=== uart_tx_sched_flat ===
`config.mk`:
```
export PLATFORM = sky130hd
export DESIGN_NAME = uart_tx_sched_flat
export DESIGN_NICKNAME = d
export VERILOG_FILES = /design/src/rtl/uart_pkg.sv /design/src/rtl/uart_tx_sched_if.sv /design/src/rtl/rr_arbiter.sv /design/src/rtl/uart_tx_sched.sv /design/src/flat_wrapper.sv
export SDC_FILE = /design/constraint.sdc
export NUM_CORES = 1
export LEC_CHECK = 0
export CAP_MARGIN = 20
export CORE_MARGIN = 2
export CORE_UTILIZATION = 49
export CTS_BUF_LIST = sky130_fd_sc_hd__clkbuf_4 sky130_fd_sc_hd__clkbuf_8 sky130_fd_sc_hd__clkbuf_16
export DETAILED_ROUTE_END_ITERATION = 8
export PLACE_DENSITY_LB_ADDON = 0.3
export SETUP_SLACK_MARGIN = 0.1
export SLEW_MARGIN = 10
export SYNTH_ARGS = -nofsm -noshare
export SYNTH_HDL_FRONTEND = slang
export SYNTH_SLANG_ARGS = --single-unit
```
`constraint.sdc`:
```
create_clock -name clk -period 4 [get_ports clk]
set_input_delay 0.8 -clock clk [delete_from_list [all_inputs] [get_ports clk]]
set_output_delay 0.8 -clock clk [all_outputs]
set_load 0.02 [all_outputs]
```
`src/rtl/uart_pkg.sv`:
```
// Shared types and helpers for the UART transmit scheduler.
package uart_pkg;

  localparam int unsigned UART_DATA_W   = 8;
  localparam logic        UART_IDLE_LVL = 1'b1;

  typedef enum logic [2:0] {IDLE, START, DATA, STOP, PARITY} tx_state_e;

  function automatic logic even_parity(input logic [UART_DATA_W-1:0] b);
    return ^b;
  endfunction

endpackage

```
`src/rtl/uart_tx_sched_if.sv`:
```
// Requester handshake plus serial-line observation bundle for uart_tx_sched.
interface uart_tx_sched_if #(
  parameter int unsigned NUM_REQ = 4
) ();
  localparam int unsigned IDX_W = $clog2(NUM_REQ);

  logic [NUM_REQ-1:0]   req_valid;
  logic [NUM_REQ*8-1:0] req_data;
  logic [NUM_REQ-1:0]   req_ready;
  logic                 utxd;
  logic                 busy;
  logic [IDX_W-1:0]     grant_id;

  modport master (
    output req_valid, req_data,
    input  req_ready, utxd, busy, grant_id
  );

  modport slave (
    input  req_valid, req_data,
    output req_ready, utxd, busy, grant_id
  );
endinterface

```
`src/rtl/rr_arbiter.sv`:
```
// Combinational round-robin arbiter: first request at or above ptr, with wrap.
module rr_arbiter #(
  parameter  int unsigned NUM_REQ = 4,
  localparam int unsigned IDX_W   = $clog2(NUM_REQ)
) (
  input  logic [NUM_REQ-1:0] req,
  input  logic [IDX_W-1:0]   ptr,
  output logic [NUM_REQ-1:0] gnt,
  output logic [IDX_W-1:0]   idx,
  output logic               hit
);
  int unsigned j;

  always_comb begin
    gnt = '0;
    idx = '0;
    hit = 1'b0;
    j   = 0;
    for (int unsigned i = 0; i < NUM_REQ; i++) begin
      j = (32'(ptr) + i) % NUM_REQ;
      if (!hit && req[j]) begin
        hit    = 1'b1;
        gnt[j] = 1'b1;
        idx    = IDX_W'(j);
      end
    end
  end
endmodule

```
`src/rtl/uart_tx_sched.sv`:
```
// Round-robin scheduler sharing one 8N1 UART TX line among NUM_REQ byte requesters.
// Define UART_TX_SCHED_PARITY_EN to insert an even-parity bit between data and stop.
module uart_tx_sched
  import uart_pkg::*;
#(
  parameter int unsigned NUM_REQ      = 4,
  parameter int unsigned CLKS_PER_BIT = 16,
  parameter int unsigned CNT_W        = $clog2(CLKS_PER_BIT)
) (
  input logic             clk,
  input logic             rst,
  uart_tx_sched_if.slave  bus
);
  localparam int unsigned IDX_W = $clog2(NUM_REQ);
  localparam int unsigned BIT_W = $clog2(UART_DATA_W);
  localparam logic [CNT_W-1:0] BAUD_MAX = CNT_W'(CLKS_PER_BIT - 1);
  localparam logic [BIT_W-1:0] LAST_BIT = BIT_W'(UART_DATA_W - 1);

  tx_state_e              state_q, state_d;
  logic [CNT_W-1:0]       baud_q, baud_d;
  logic [BIT_W-1:0]       bit_q, bit_d;
  logic [UART_DATA_W-1:0] shreg_q, shreg_d;
  logic                   utxd_q, utxd_d;
  logic                   busy_q, busy_d;
  logic [IDX_W-1:0]       grant_q, grant_d;
  logic [IDX_W-1:0]       ptr_q, ptr_d;
`ifdef UART_TX_SCHED_PARITY_EN
  logic                   par_q, par_d;
`endif

  logic [NUM_REQ-1:0] gnt;
  logic [IDX_W-1:0]   idx;
  logic               hit;
  logic               wrap;

  rr_arbiter #(.NUM_REQ(NUM_REQ)) u_arb (
    .req (bus.req_valid),
    .ptr (ptr_q),
    .gnt (gnt),
    .idx (idx),
    .hit (hit)
  );

  // Gated by rst so no accept strobe is visible while reset is held.
  assign bus.req_ready = (state_q == IDLE && !rst) ? gnt : '0;
  assign bus.utxd      = utxd_q;
  assign bus.busy      = busy_q;
  assign bus.grant_id  = grant_q;

  assign wrap = (baud_q == BAUD_MAX);

  always_comb begin
    state_d = state_q;
    baud_d  = wrap ? '0 : baud_q + 1'b1;
    bit_d   = bit_q;
    shreg_d = shreg_q;
    grant_d = grant_q;
    ptr_d   = ptr_q;
`ifdef UART_TX_SCHED_PARITY_EN
    par_d   = par_q;
`endif
    unique case (state_q)
      IDLE: begin
        baud_d = '0;
        if (hit) begin
          state_d = START;
          shreg_d = bus.req_data[UART_DATA_W*idx +: UART_DATA_W];
          grant_d = idx;
          ptr_d   = (idx == IDX_W'(NUM_REQ - 1)) ? '0 : idx + 1'b1;
`ifdef UART_TX_SCHED_PARITY_EN
          par_d   = even_parity(bus.req_data[UART_DATA_W*idx +: UART_DATA_W]);
`endif
        end
      end
      START: begin
        if (wrap) begin
          state_d = DATA;
          bit_d   = '0;
        end
      end
      DATA: begin
        if (wrap) begin
          if (bit_q == LAST_BIT) begin
`ifdef UART_TX_SCHED_PARITY_EN
            state_d = PARITY;
`else
            state_d = STOP;
`endif
          end else begin
            bit_d   = bit_q + 1'b1;
            shreg_d = shreg_q >> 1;
          end
        end
      end
`ifdef UART_TX_SCHED_PARITY_EN
      PARITY: if (wrap) state_d = STOP;
`endif
      STOP: if (wrap) state_d = IDLE;
      default: state_d = IDLE;
    endcase

    // Line level tracks the state being entered so utxd/busy stay aligned.
    case (state_d)
      START:   utxd_d = 1'b0;
      DATA:    utxd_d = shreg_d[0];
`ifdef UART_TX_SCHED_PARITY_EN
      PARITY:  utxd_d = par_d;
`endif
      default: utxd_d = UART_IDLE_LVL;
    endcase
    busy_d = (state_d != IDLE);
  end

  always_ff @(posedge clk or posedge rst) begin
    if (rst) begin
      state_q <= IDLE;
      baud_q  <= '0;
      bit_q   <= '0;
      shreg_q <= '0;
      utxd_q  <= UART_IDLE_LVL;
      busy_q  <= 1'b0;
      grant_q <= '0;
      ptr_q   <= '0;
`ifdef UART_TX_SCHED_PARITY_EN
      par_q   <= 1'b0;
`endif
    end else begin
      state_q <= state_d;
      baud_q  <= baud_d;
      bit_q   <= bit_d;
      shreg_q <= shreg_d;
      utxd_q  <= utxd_d;
      busy_q  <= busy_d;
      grant_q <= grant_d;
      ptr_q   <= ptr_d;
`ifdef UART_TX_SCHED_PARITY_EN
      par_q   <= par_d;
`endif
    end
  end
endmodule

```
`src/flat_wrapper.sv`:
```
// flat-port wrapper written by rule: the top's interface ports become plain ports
module uart_tx_sched_flat import uart_pkg::*;
#(
  parameter int unsigned NUM_REQ      = 4,
  parameter int unsigned CLKS_PER_BIT = 16,
  parameter int unsigned CNT_W        = $clog2(CLKS_PER_BIT)
)
  (clk, rst, bus_req_valid, bus_req_data, bus_req_ready, bus_utxd, bus_busy, bus_grant_id);
  uart_tx_sched_if #(.NUM_REQ(NUM_REQ)) bus_i ();
  input logic clk;
  input logic rst;
  input wire logic [$bits(bus_i.req_valid)-1:0] bus_req_valid;
  input wire logic [$bits(bus_i.req_data)-1:0] bus_req_data;
  output wire logic [$bits(bus_i.req_ready)-1:0] bus_req_ready;
  output wire logic [$bits(bus_i.utxd)-1:0] bus_utxd;
  output wire logic [$bits(bus_i.busy)-1:0] bus_busy;
  output wire logic [$bits(bus_i.grant_id)-1:0] bus_grant_id;
  assign bus_i.req_valid = bus_req_valid;
  assign bus_i.req_data = bus_req_data;
  assign bus_req_ready = bus_i.req_ready;
  assign bus_utxd = bus_i.utxd;
  assign bus_busy = bus_i.busy;
  assign bus_grant_id = bus_i.grant_id;
  uart_tx_sched #(.NUM_REQ(NUM_REQ), .CLKS_PER_BIT(CLKS_PER_BIT), .CNT_W(CNT_W)) u_core (.clk(clk), .rst(rst), .bus(bus_i));
endmodule
```
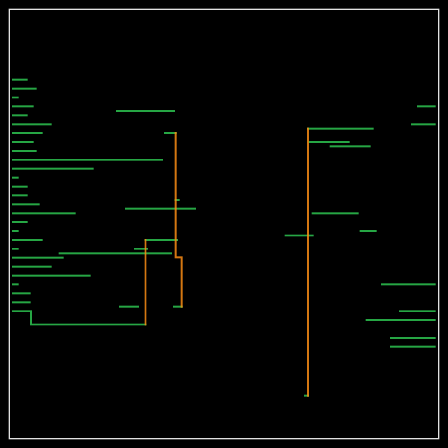
(uart_tx_sched_flat/metal_stack.png)
Only two layers are drawn.
met4: in orange, wire length 81.2 um. met3: in green, wire length 269 um.
final wirelength: 4005 um
GRT Overall Usage: 20.15%
detailed-route wire length per cell: 14.05 um
via count: 1624

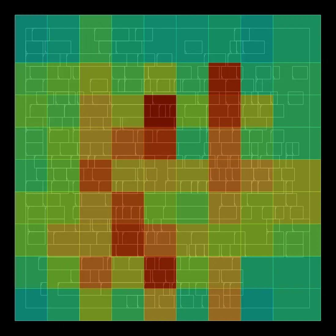
(uart_tx_sched_flat/final_congestion.png)
Most Crowded Layer GR: met2
final core utilization: 66.94%

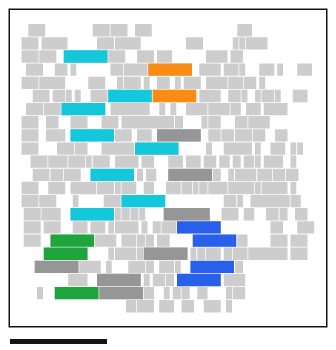
(uart_tx_sched_flat/registers.png)
Scale bar: 20 um.
u_core.bus.grant_id: in orange, placed flops 2. u_core.bit_q: in green, placed flops 3. u_core.shreg_q: in cyan, placed flops 8. u_core.baud_q: in blue, placed flops 4.
Seq/total area: 24.74%
sequential cell area: 601.8 sq um
P_seq: 0.364 mW

repair_timing:
| action | 4_1_cts | 5_1_grt |
|---|---|---|
| hold endpoints to repair | 0 | 0 |
| gates resized | 3 | 1 |
| buffers inserted | 1 | 1 |
| pin swaps | 0 | 0 |
| setup endpoints to repair | 4 | 1 |
kinds of logic after synthesis:
| family | Yosys count |
|---|---|
| buffers and inverters | 17 |
| DFF | 24 |
| muxes | 14 |
| other | 1 |
| xor gates and xnor gates | 6 |
| and+or+nand+nor | 67 |
| AOI/OAI and AO/OA | 50 |
| adders and majority gates | 10 |
==> results.cfg <==
; flow metrics
[global_route]
grt-ovfl-total = 0

[worst_hold_path]
min_path_cells = 1

[floorplan]
tap_cells = 48

[final_timing]
maxSlewViolCount = 0
fin_hold_ws_ns = 0.4763

[pwr]
ir_worst_vdd_v = 0.0002788
p_total_mw = 1.521
p_sw_share_pct = 39.27

[yosys]
synthXorXnorAreaFrac_pct = 2.846

[clock_network]
cts-htree-levels = 1
clock_path_buffers = 2

[drt]
drtIter0Drc = 134

[setup_path]
cp_max_fo = 9
cp_common_cell = nor2_1

[run_status]
outcome = complete, no violations

=== regfile_wb_queue ===
--- src/rtl/regfile_pkg.sv ---
// Shared types and constants for the register-file writeback path.
package regfile_pkg;
    localparam int REG_ADDR_W = 5;
    localparam int REG_DATA_W = 32;
    localparam logic [REG_ADDR_W-1:0] REG_ZERO = 5'd0;

    typedef struct packed {
        logic [REG_ADDR_W-1:0] addr;
        logic [REG_DATA_W-1:0] data;
    } wb_entry_t;
endpackage

--- src/rtl/regfile_wb_match.sv ---
// Per-read-port hazard detection over the age-ordered writeback queue.
// With WB_FWD_EN defined, also returns data of the youngest matching entry.
module regfile_wb_match
    import regfile_pkg::*;
#(
    parameter int DEPTH  = 4,
    parameter int ADDR_W = REG_ADDR_W,
    parameter int DATA_W = REG_DATA_W
) (
    input  logic [ADDR_W-1:0]     chk_addr,
    input  wb_entry_t [DEPTH-1:0] entries,
    input  logic [DEPTH-1:0]      valid,
    output logic                  hazard,
    output logic [DATA_W-1:0]     fwd_data
);
    logic              hit_s;
    logic [DATA_W-1:0] sel_s;

    // Entries are oldest-first, so the last hit in the scan is the youngest.
    always_comb begin
        hazard = 1'b0;
        sel_s  = {DATA_W{1'b0}};
        hit_s  = 1'b0;
        for (int i = 0; i < DEPTH; i++) begin
            hit_s  = valid[i] && (entries[i].addr == chk_addr) && (chk_addr != REG_ZERO);
            hazard = hazard | hit_s;
            sel_s  = hit_s ? entries[i].data : sel_s;
        end
    end

`ifdef WB_FWD_EN
    assign fwd_data = sel_s;
`else
    assign fwd_data = {DATA_W{1'b0}};
`endif
endmodule

--- src/rtl/regfile_wb_queue.sv ---
// In-order writeback FIFO driving the register file write port, with RAW hazard
// reporting on two read addresses. Optional forwarding under WB_FWD_EN.
module regfile_wb_queue
    import regfile_pkg::*;
#(
    parameter int DEPTH  = 4,
    parameter int ADDR_W = REG_ADDR_W,
    parameter int DATA_W = REG_DATA_W
) (
    input  logic                         Clk,
    input  logic                         Reset_n,
    input  logic                         In_Valid,
    output logic                         In_Ready,
    input  logic [ADDR_W-1:0]            In_Addr,
    input  logic [DATA_W-1:0]            In_Data,
    input  logic                         Hold,
    input  logic                         Flush,
    output logic                         Write_Reg,
    output logic [ADDR_W-1:0]            W_Addr,
    output logic [DATA_W-1:0]            W_Data,
    input  logic [ADDR_W-1:0]            Chk_Addr_A,
    input  logic [ADDR_W-1:0]            Chk_Addr_B,
    output logic                         Hazard_A,
    output logic                         Hazard_B,
    output logic [DATA_W-1:0]            Fwd_Data_A,
    output logic [DATA_W-1:0]            Fwd_Data_B,
    output logic [$clog2(DEPTH+1)-1:0]   Count
);
    localparam int PTR_W = $clog2(DEPTH);
    localparam int CNT_W = $clog2(DEPTH+1);

    wb_entry_t [DEPTH-1:0] mem_r;
    logic [PTR_W-1:0]      rd_ptr_r;
    logic [PTR_W-1:0]      wr_ptr_r;
    logic [CNT_W-1:0]      count_r;

    logic                  empty_s;
    logic                  accept_s;
    logic                  store_s;
    logic                  pop_s;
    wb_entry_t [DEPTH-1:0] ord_s;
    logic [DEPTH-1:0]      vld_s;
    logic [PTR_W-1:0]      idx_s;

    assign empty_s   = (count_r == {CNT_W{1'b0}});
    assign In_Ready  = (count_r < CNT_W'(DEPTH)) && !Flush;
    assign accept_s  = In_Valid && In_Ready;
    // r0 writes complete the handshake but never occupy a slot.
    assign store_s   = accept_s && (In_Addr != REG_ZERO);
    assign Write_Reg = !empty_s && !Hold;
    assign pop_s     = Write_Reg && !Flush;
    assign W_Addr    = empty_s ? {ADDR_W{1'b0}} : mem_r[rd_ptr_r].addr;
    assign W_Data    = empty_s ? {DATA_W{1'b0}} : mem_r[rd_ptr_r].data;
    assign Count     = count_r;

    // Queue pointers, occupancy and storage.
    always_ff @(posedge Clk or negedge Reset_n) begin
        if (!Reset_n) begin
            rd_ptr_r <= {PTR_W{1'b0}};
            wr_ptr_r <= {PTR_W{1'b0}};
            count_r  <= {CNT_W{1'b0}};
            for (int i = 0; i < DEPTH; i++) begin
                mem_r[i] <= '0;
            end
        end else if (Flush) begin
            rd_ptr_r <= {PTR_W{1'b0}};
            wr_ptr_r <= {PTR_W{1'b0}};
            count_r  <= {CNT_W{1'b0}};
        end else begin
            if (store_s) begin
                mem_r[wr_ptr_r].addr <= In_Addr;
                mem_r[wr_ptr_r].data <= In_Data;
                wr_ptr_r             <= wr_ptr_r + PTR_W'(1);
            end
            if (pop_s) begin
                rd_ptr_r <= rd_ptr_r + PTR_W'(1);
            end
            case ({store_s, pop_s})
                2'b10:   count_r <= count_r + CNT_W'(1);
                2'b01:   count_r <= count_r - CNT_W'(1);
                default: count_r <= count_r;
            endcase
        end
    end

    // Present entries oldest-first so the matchers can resolve youngest priority.
    always_comb begin
        ord_s = '0;
        vld_s = {DEPTH{1'b0}};
        idx_s = {PTR_W{1'b0}};
        for (int i = 0; i < DEPTH; i++) begin
            idx_s    = rd_ptr_r + PTR_W'(i);
            ord_s[i] = mem_r[idx_s];
            vld_s[i] = (CNT_W'(i) < count_r);
        end
    end

    regfile_wb_match #(.DEPTH(DEPTH), .ADDR_W(ADDR_W), .DATA_W(DATA_W)) u_match_a (
        .chk_addr (Chk_Addr_A),
        .entries  (ord_s),
        .valid    (vld_s),
        .hazard   (Hazard_A),
        .fwd_data (Fwd_Data_A)
    );

    regfile_wb_match #(.DEPTH(DEPTH), .ADDR_W(ADDR_W), .DATA_W(DATA_W)) u_match_b (
        .chk_addr (Chk_Addr_B),
        .entries  (ord_s),
        .valid    (vld_s),
        .hazard   (Hazard_B),
        .fwd_data (Fwd_Data_B)
    );
endmodule

--- config.mk ---
export PLATFORM = sky130hd
export DESIGN_NAME = regfile_wb_queue
export DESIGN_NICKNAME = d
export VERILOG_FILES = /design/src/rtl/regfile_pkg.sv /design/src/rtl/regfile_wb_match.sv /design/src/rtl/regfile_wb_queue.sv
export SDC_FILE = /design/constraint.sdc
export NUM_CORES = 1
export LEC_CHECK = 0
export CAP_MARGIN = 5
export CORE_MARGIN = 2
export CORE_UTILIZATION = 50
export CTS_BUF_LIST = sky130_fd_sc_hd__clkbuf_16
export CTS_CLUSTER_DIAMETER = 50
export DETAILED_ROUTE_END_ITERATION = 7
export PLACE_DENSITY = 0.87
export SLEW_MARGIN = 25
export SYNTH_ARGS = -nofsm -noshare
export SYNTH_HDL_FRONTEND = slang
export SYNTH_SLANG_ARGS = --single-unit
--- constraint.sdc ---
create_clock -name Clk -period 2.4 [get_ports Clk]
set_input_delay 0.48 -clock Clk [delete_from_list [all_inputs] [get_ports Clk]]
set_output_delay 0.48 -clock Clk [all_outputs]
set_load 0.005 [all_outputs]
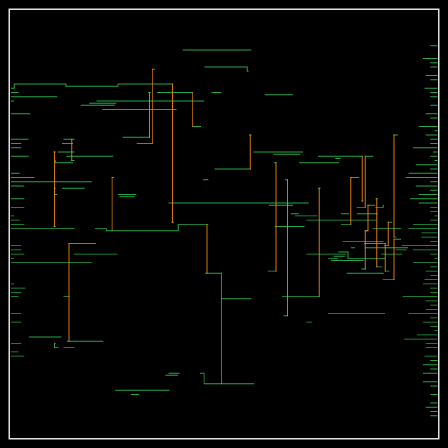
(regfile_wb_queue/metal_stack.png)
Only two layers are drawn.
met4: in orange, wire length 497 um. met3: in green, wire length 1220 um.

==> results.cfg <==
; flow metrics
[run_status]
outcome = finished with violations
violations = setup timing

[finish]
logic_gate_count = 443
seq_cell_count = 155
buf_share_pct = 18.88
final_cells = 1078
diodes = 0

[place]
place_inst = 1020
io_buffers = 95
post-dp-hpwl_um = 13550

[final_timing]
hold_violations = 0
setup-violations-final = 37
finalWorstSetupSlack_ns = -0.7023

[yosys]
top_cells_by_count = dfrtp_1 (155), mux2_2 (140), buf_4 (67)
synth_area_sq_um = 8832
yosys-stat-area_sq_um = 8832
edf_count = 0
synth_cells = 647

[global_route]
grt_busiest_layer = met2

[pwr]
combPwrFrac_pct = 50.9
powerComb_mw = 7.86
p_sw_share_pct = 32.20

[setup_path]
reg2reg_from = Count[1]

[worst_hold_path]
holdPathEnd = mem_r[139]

[clock_network]
cts-htree-levels = 4

[drt]
drt-wirelength-per-cell_um = 19.56
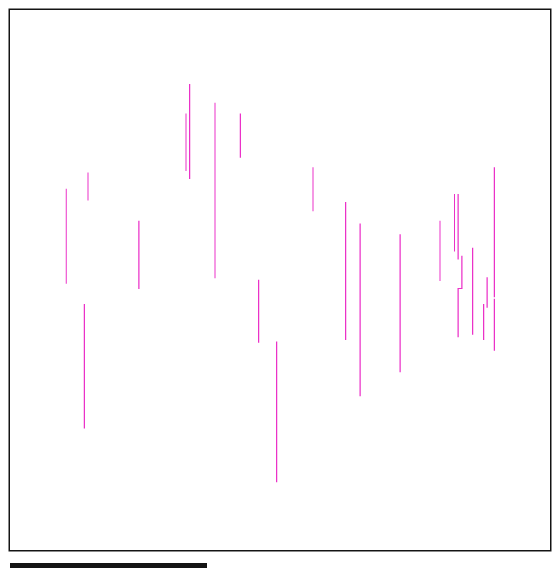
(regfile_wb_queue/met4.png)
Scale bar: 50 um.
The wires run mostly vertical. 19 nets have wire on it. The layer carries 497 um of wire. The layer holds 2.4% of the routed length. The longest straight run is 44.2 um.
final wirelength: 21080 um
via count: 5873

-- critical path: stages, from the launching register on --
cell and delay [ns]:
dfrtp_4 0.42, buf_4 0.16, buf_6 0.14, mux4_2 0.51
xor2_1 0.18, nor4_2 0.29, o21ai_1 0.12, o21ai_0 0.10
o22a_1 0.17, buf_2 0.11
-- flip-flops by register name, indices dropped and copies added, names as in the netlist --
register / cells
Count: 3
mem_r: 148
rd_ptr_r: 2
wr_ptr_r: 2

=== binary_counter_driver ===
==> binary_counter_driver/drive_strength.png <==
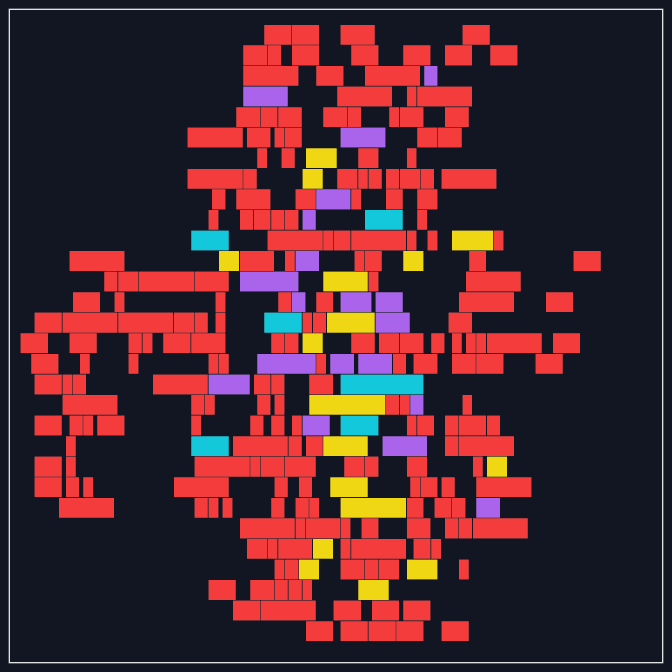
==> binary_counter_driver/final_congestion.png <==
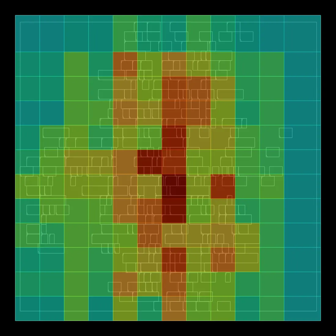
==> binary_counter_driver/registers.png <==
Scale bar: 20 um.
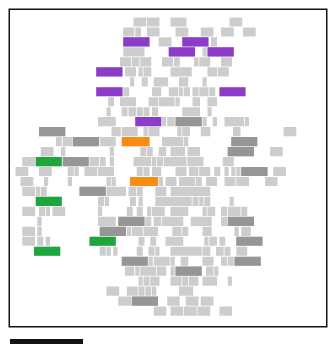
===== src/rtl/binary_counter_pkg.sv =====
// Shared types and default sizes for the Binary_Counter command driver and its shadow model.
package binary_counter_pkg;

    localparam int unsigned DEF_WIDTH  = 4;
    localparam int unsigned DEF_STEP_W = 8;

    typedef enum logic [1:0] {
        OP_LOAD = 2'd0,
        OP_UP   = 2'd1,
        OP_DOWN = 2'd2,
        OP_HOLD = 2'd3
    } cmd_op_e;

    typedef enum logic [1:0] {
        ST_IDLE = 2'd0,
        ST_LOAD = 2'd1,
        ST_RUN  = 2'd2,
        ST_DONE = 2'd3
    } drv_state_e;

endpackage


===== src/rtl/binary_counter_shadow.sv =====
// Shadow copy of the counter, fed from the driver's own strobes; flags any IDLE-time divergence.
// Instantiated only when BINARY_COUNTER_DRIVER_SHADOW_EN is defined.
module binary_counter_shadow
    import binary_counter_pkg::*;
#(
    parameter int unsigned WIDTH = DEF_WIDTH
) (
    input  logic             CLK,
    input  logic             reset,
    input  logic             enable_i,
    input  logic             load_i,
    input  logic             count_i,
    input  logic [WIDTH-1:0] data_in_i,
    input  logic [WIDTH-1:0] a_count_i,
    input  logic             idle_i,
    output logic [WIDTH-1:0] exp_count_o,
    output logic             mismatch_o
);

    logic [WIDTH-1:0] exp_q;
    logic             mismatch_q;

    always_ff @(posedge CLK) begin
        if (reset) begin
            exp_q      <= '0;
            mismatch_q <= 1'b0;
        end else begin
            if (load_i) begin
                exp_q <= data_in_i;
            end else if (enable_i) begin
                exp_q <= count_i ? exp_q + WIDTH'(1) : exp_q - WIDTH'(1);
            end
            // Sticky until reset so a transient divergence is never lost.
            if (idle_i && (a_count_i != exp_q)) begin
                mismatch_q <= 1'b1;
            end
        end
    end

    assign exp_count_o = exp_q;
    assign mismatch_o  = mismatch_q;

endmodule


===== src/rtl/binary_counter_driver.sv =====
// Command sequencer driving Binary_Counter's Enable/Load/Count/Data_in and tallying its carries.
// Define BINARY_COUNTER_DRIVER_SHADOW_EN to add the shadow counter model and mismatch flag.
module binary_counter_driver
    import binary_counter_pkg::*;
#(
    parameter int unsigned WIDTH  = DEF_WIDTH,
    parameter int unsigned STEP_W = DEF_STEP_W
) (
    input  logic              CLK,
    input  logic              reset,
    input  logic              cmd_valid,
    output logic              cmd_ready,
    input  logic [1:0]        cmd_op,
    input  logic [WIDTH-1:0]  cmd_data,
    input  logic [STEP_W-1:0] cmd_steps,
    output logic              Enable,
    output logic              Load,
    output logic              Count,
    output logic [WIDTH-1:0]  Data_in,
    input  logic              C_out,
    output logic              busy,
    output logic              done,
    output logic [STEP_W-1:0] carry_cnt
`ifdef BINARY_COUNTER_DRIVER_SHADOW_EN
    ,
    input  logic [WIDTH-1:0]  A_count,
    output logic [WIDTH-1:0]  exp_count,
    output logic              mismatch
`endif
);

    drv_state_e        state_q;
    cmd_op_e           op_q;
    logic [WIDTH-1:0]  data_q;
    logic [STEP_W-1:0] steps_q;
    logic [STEP_W-1:0] carry_q;
    logic [STEP_W-1:0] carry_d;
    logic              enable_q;
    logic              load_q;
    logic              count_q;
    logic              ready_q;
    logic              busy_q;
    logic              done_q;

    // Carry arrives one cycle after the wrapping edge, so DONE is sampled as well as RUN.
    always_comb begin
        carry_d = carry_q;
        if ((op_q == OP_UP) && C_out && (carry_q != '1)) begin
            carry_d = carry_q + STEP_W'(1);
        end
    end

    // NOTE: state and outputs use non-blocking assignments and a synchronous reset, so every
    // register updates together at the edge and reset only takes effect on a clock edge.
    always_ff @(posedge CLK) begin
        if (reset) begin
            state_q  <= ST_IDLE;
            op_q     <= OP_LOAD;
            data_q   <= '0;
            steps_q  <= '0;
            carry_q  <= '0;
            enable_q <= 1'b0;
            load_q   <= 1'b0;
            count_q  <= 1'b0;
            ready_q  <= 1'b1;
            busy_q   <= 1'b0;
            done_q   <= 1'b0;
        end else begin
            case (state_q)
                ST_IDLE: begin
                    if (cmd_valid && ready_q) begin
                        op_q    <= cmd_op_e'(cmd_op);
                        data_q  <= cmd_data;
                        steps_q <= cmd_steps;
                        carry_q <= '0;
                        ready_q <= 1'b0;
                        busy_q  <= 1'b1;
                        if (cmd_op_e'(cmd_op) == OP_LOAD) begin
                            state_q  <= ST_LOAD;
                            enable_q <= 1'b1;
                            load_q   <= 1'b1;
                        end else if (cmd_steps == '0) begin
                            state_q <= ST_DONE;
                            done_q  <= 1'b1;
                        end else begin
                            state_q  <= ST_RUN;
                            enable_q <= (cmd_op_e'(cmd_op) != OP_HOLD);
                            count_q  <= (cmd_op_e'(cmd_op) == OP_UP);
                        end
                    end
                end
                ST_LOAD: begin
                    state_q  <= ST_DONE;
                    enable_q <= 1'b0;
                    load_q   <= 1'b0;
                    done_q   <= 1'b1;
                end
                ST_RUN: begin
                    carry_q <= carry_d;
                    if (steps_q == STEP_W'(1)) begin
                        state_q  <= ST_DONE;
                        enable_q <= 1'b0;
                        count_q  <= 1'b0;
                        done_q   <= 1'b1;
                    end else begin
                        steps_q <= steps_q - STEP_W'(1);
                    end
                end
                ST_DONE: begin
                    carry_q <= carry_d;
                    state_q <= ST_IDLE;
                    done_q  <= 1'b0;
                    busy_q  <= 1'b0;
                    ready_q <= 1'b1;
                end
                default: state_q <= ST_IDLE;
            endcase
        end
    end

    assign cmd_ready = ready_q;
    assign busy      = busy_q;
    assign done      = done_q;
    assign Enable    = enable_q;
    assign Load      = load_q;
    assign Count     = count_q;
    assign Data_in   = data_q;
    assign carry_cnt = carry_q;

`ifdef BINARY_COUNTER_DRIVER_SHADOW_EN
    binary_counter_shadow #(
        .WIDTH(WIDTH)
    ) u_shadow (
        .CLK        (CLK),
        .reset      (reset),
        .enable_i   (enable_q),
        .load_i     (load_q),
        .count_i    (count_q),
        .data_in_i  (data_q),
        .a_count_i  (A_count),
        .idle_i     (state_q == ST_IDLE),
        .exp_count_o(exp_count),
        .mismatch_o (mismatch)
    );
`endif

endmodule


===== config.mk =====
export PLATFORM = sky130hd
export DESIGN_NAME = binary_counter_driver
export DESIGN_NICKNAME = d
export VERILOG_FILES = /design/src/rtl/binary_counter_pkg.sv /design/src/rtl/binary_counter_shadow.sv /design/src/rtl/binary_counter_driver.sv
export SDC_FILE = /design/constraint.sdc
export NUM_CORES = 1
export LEC_CHECK = 0
export CORE_UTILIZATION = 25
export CTS_CLUSTER_SIZE = 25
export DETAILED_ROUTE_END_ITERATION = 12
export GPL_TIMING_DRIVEN = 0
export RECOVER_POWER = 25
export SKIP_LAST_GASP = 1
export SLEW_MARGIN = 0
export SYNTH_ARGS = -nofsm -noshare
export SYNTH_HDL_FRONTEND = slang
export SYNTH_SLANG_ARGS = --single-unit

===== constraint.sdc =====
create_clock -name CLK -period 1.9 [get_ports CLK]
set_input_delay 0.38 -clock CLK [delete_from_list [all_inputs] [get_ports CLK]]
set_output_delay 0.38 -clock CLK [all_outputs]
set_load 0.01 [all_outputs]

==> results.cfg <==
; flow metrics
[run_status]
outcome = complete, no violations

[yosys]
edf_count = 0
syn-num-nets = 243
ys_seq_share_pct = 33.85

[clock_network]
cts_num_sinks = 30
clock_path_buffers = 2
cts-root-buf = clkbuf_8

[finish]
seq_cell_count = 30
lay_top_count = clkdlybuf4s50_1
buf_share_pct = 17.55
final_nets = 287
final_cells = 359
final_util_pct = 36.21
largest_cell_class = multi-input combinational cells

[final_timing]
maxSlewViolCount = 0
tightest_slew_ns = 0.5840

[place]
place_congestion = 0.8860
place_area_sq_um = 2235

[drt]
firstDrtPassIters = 4
vias_per_cell = 5.136

[setup_path]
cp_max_fo = 3
cp_slowest_cell = or4_4

[floorplan]
tap_cells = 96

[global_route]
grt_pass1_wl_um = 8342
Notes on binary_counter_driver/drive_strength.png above:
drive 1 or less: in red, cells 221, share 84%, most used clkdlybuf4s50_1. drive 3 to 4: in yellow, cells 17, share 6.5%, most used buf_4. drive 6 and up: in cyan, cells 6, share 2.3%, most used clkbuf_8. drive 2: in purple, cells 19, share 7.2%.
post-route design area: 2474 sq um
Area growth, synth to finish: 39.42%

Notes on binary_counter_driver/final_congestion.png above:
Most Crowded Layer GR: met2
GR Layer Usage met1: 19.73%
M2 GR Usage: 22.22%
GRT Overall Usage: 14.54%
detailed-route wire length per cell: 13.89 um

Notes on binary_counter_driver/registers.png above:
Data_in: in green, placed flops 4. carry_cnt: in purple, placed flops 8, where top center. state_q: in orange, placed flops 2.

repair_timing:
item,in CTS,in global routing
gates resized,12,23
buffers inserted,2,1
endpoints found under the setup margin,16,21
pin swaps,1,2
per-layer routing:
metal  part of all wire, %  vias up
li1                      -      908
met1                    47      873
met2                    45       55
met3                   6.1        8
met4                   1.3        0
met5                     0        -
power by group:
group	switching [mW]	internal (mW)
combinational	0.953	0.741
sequential	0.178	0.788
clock	0.257	0.392
total	1.39	1.92


==> screenshots <==
Gate-type map.
shot_01.png
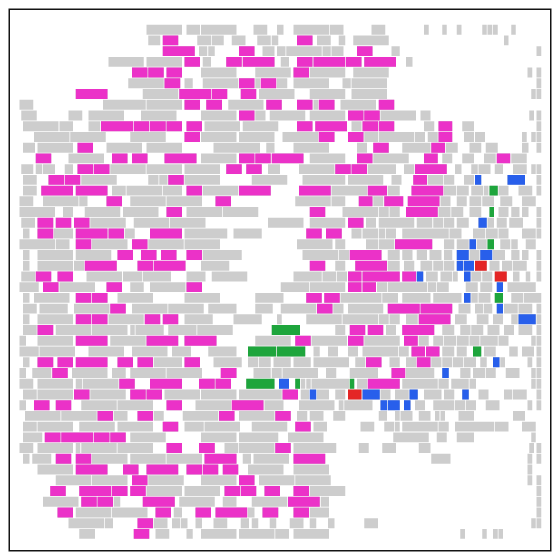
shot_02.png
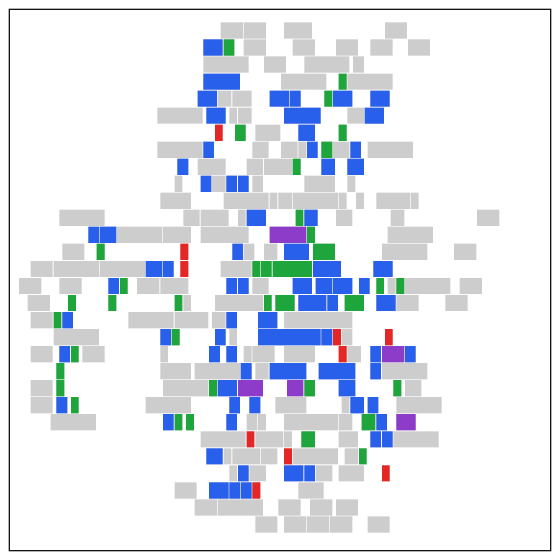
shot_03.png
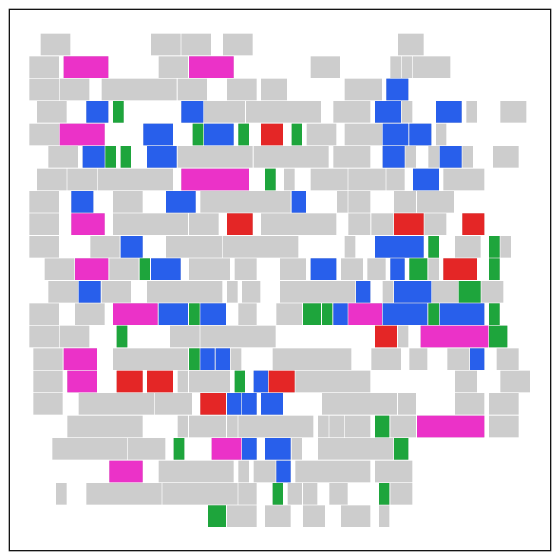
For uart_tx_sched_flat, see shot_03.png.
For binary_counter_driver, see shot_02.png.
For regfile_wb_queue, see shot_01.png.

Key to shot_01.png:
multiplexers: in magenta, cells 212. NAND gates: in green, cells 11. AND-OR and OR-AND gates: in red, cells 3. inverting AOI/OAI gates: in blue, cells 24, where middle right.

Power figures rest on the tool's default switching activity, not on a simulated workload.
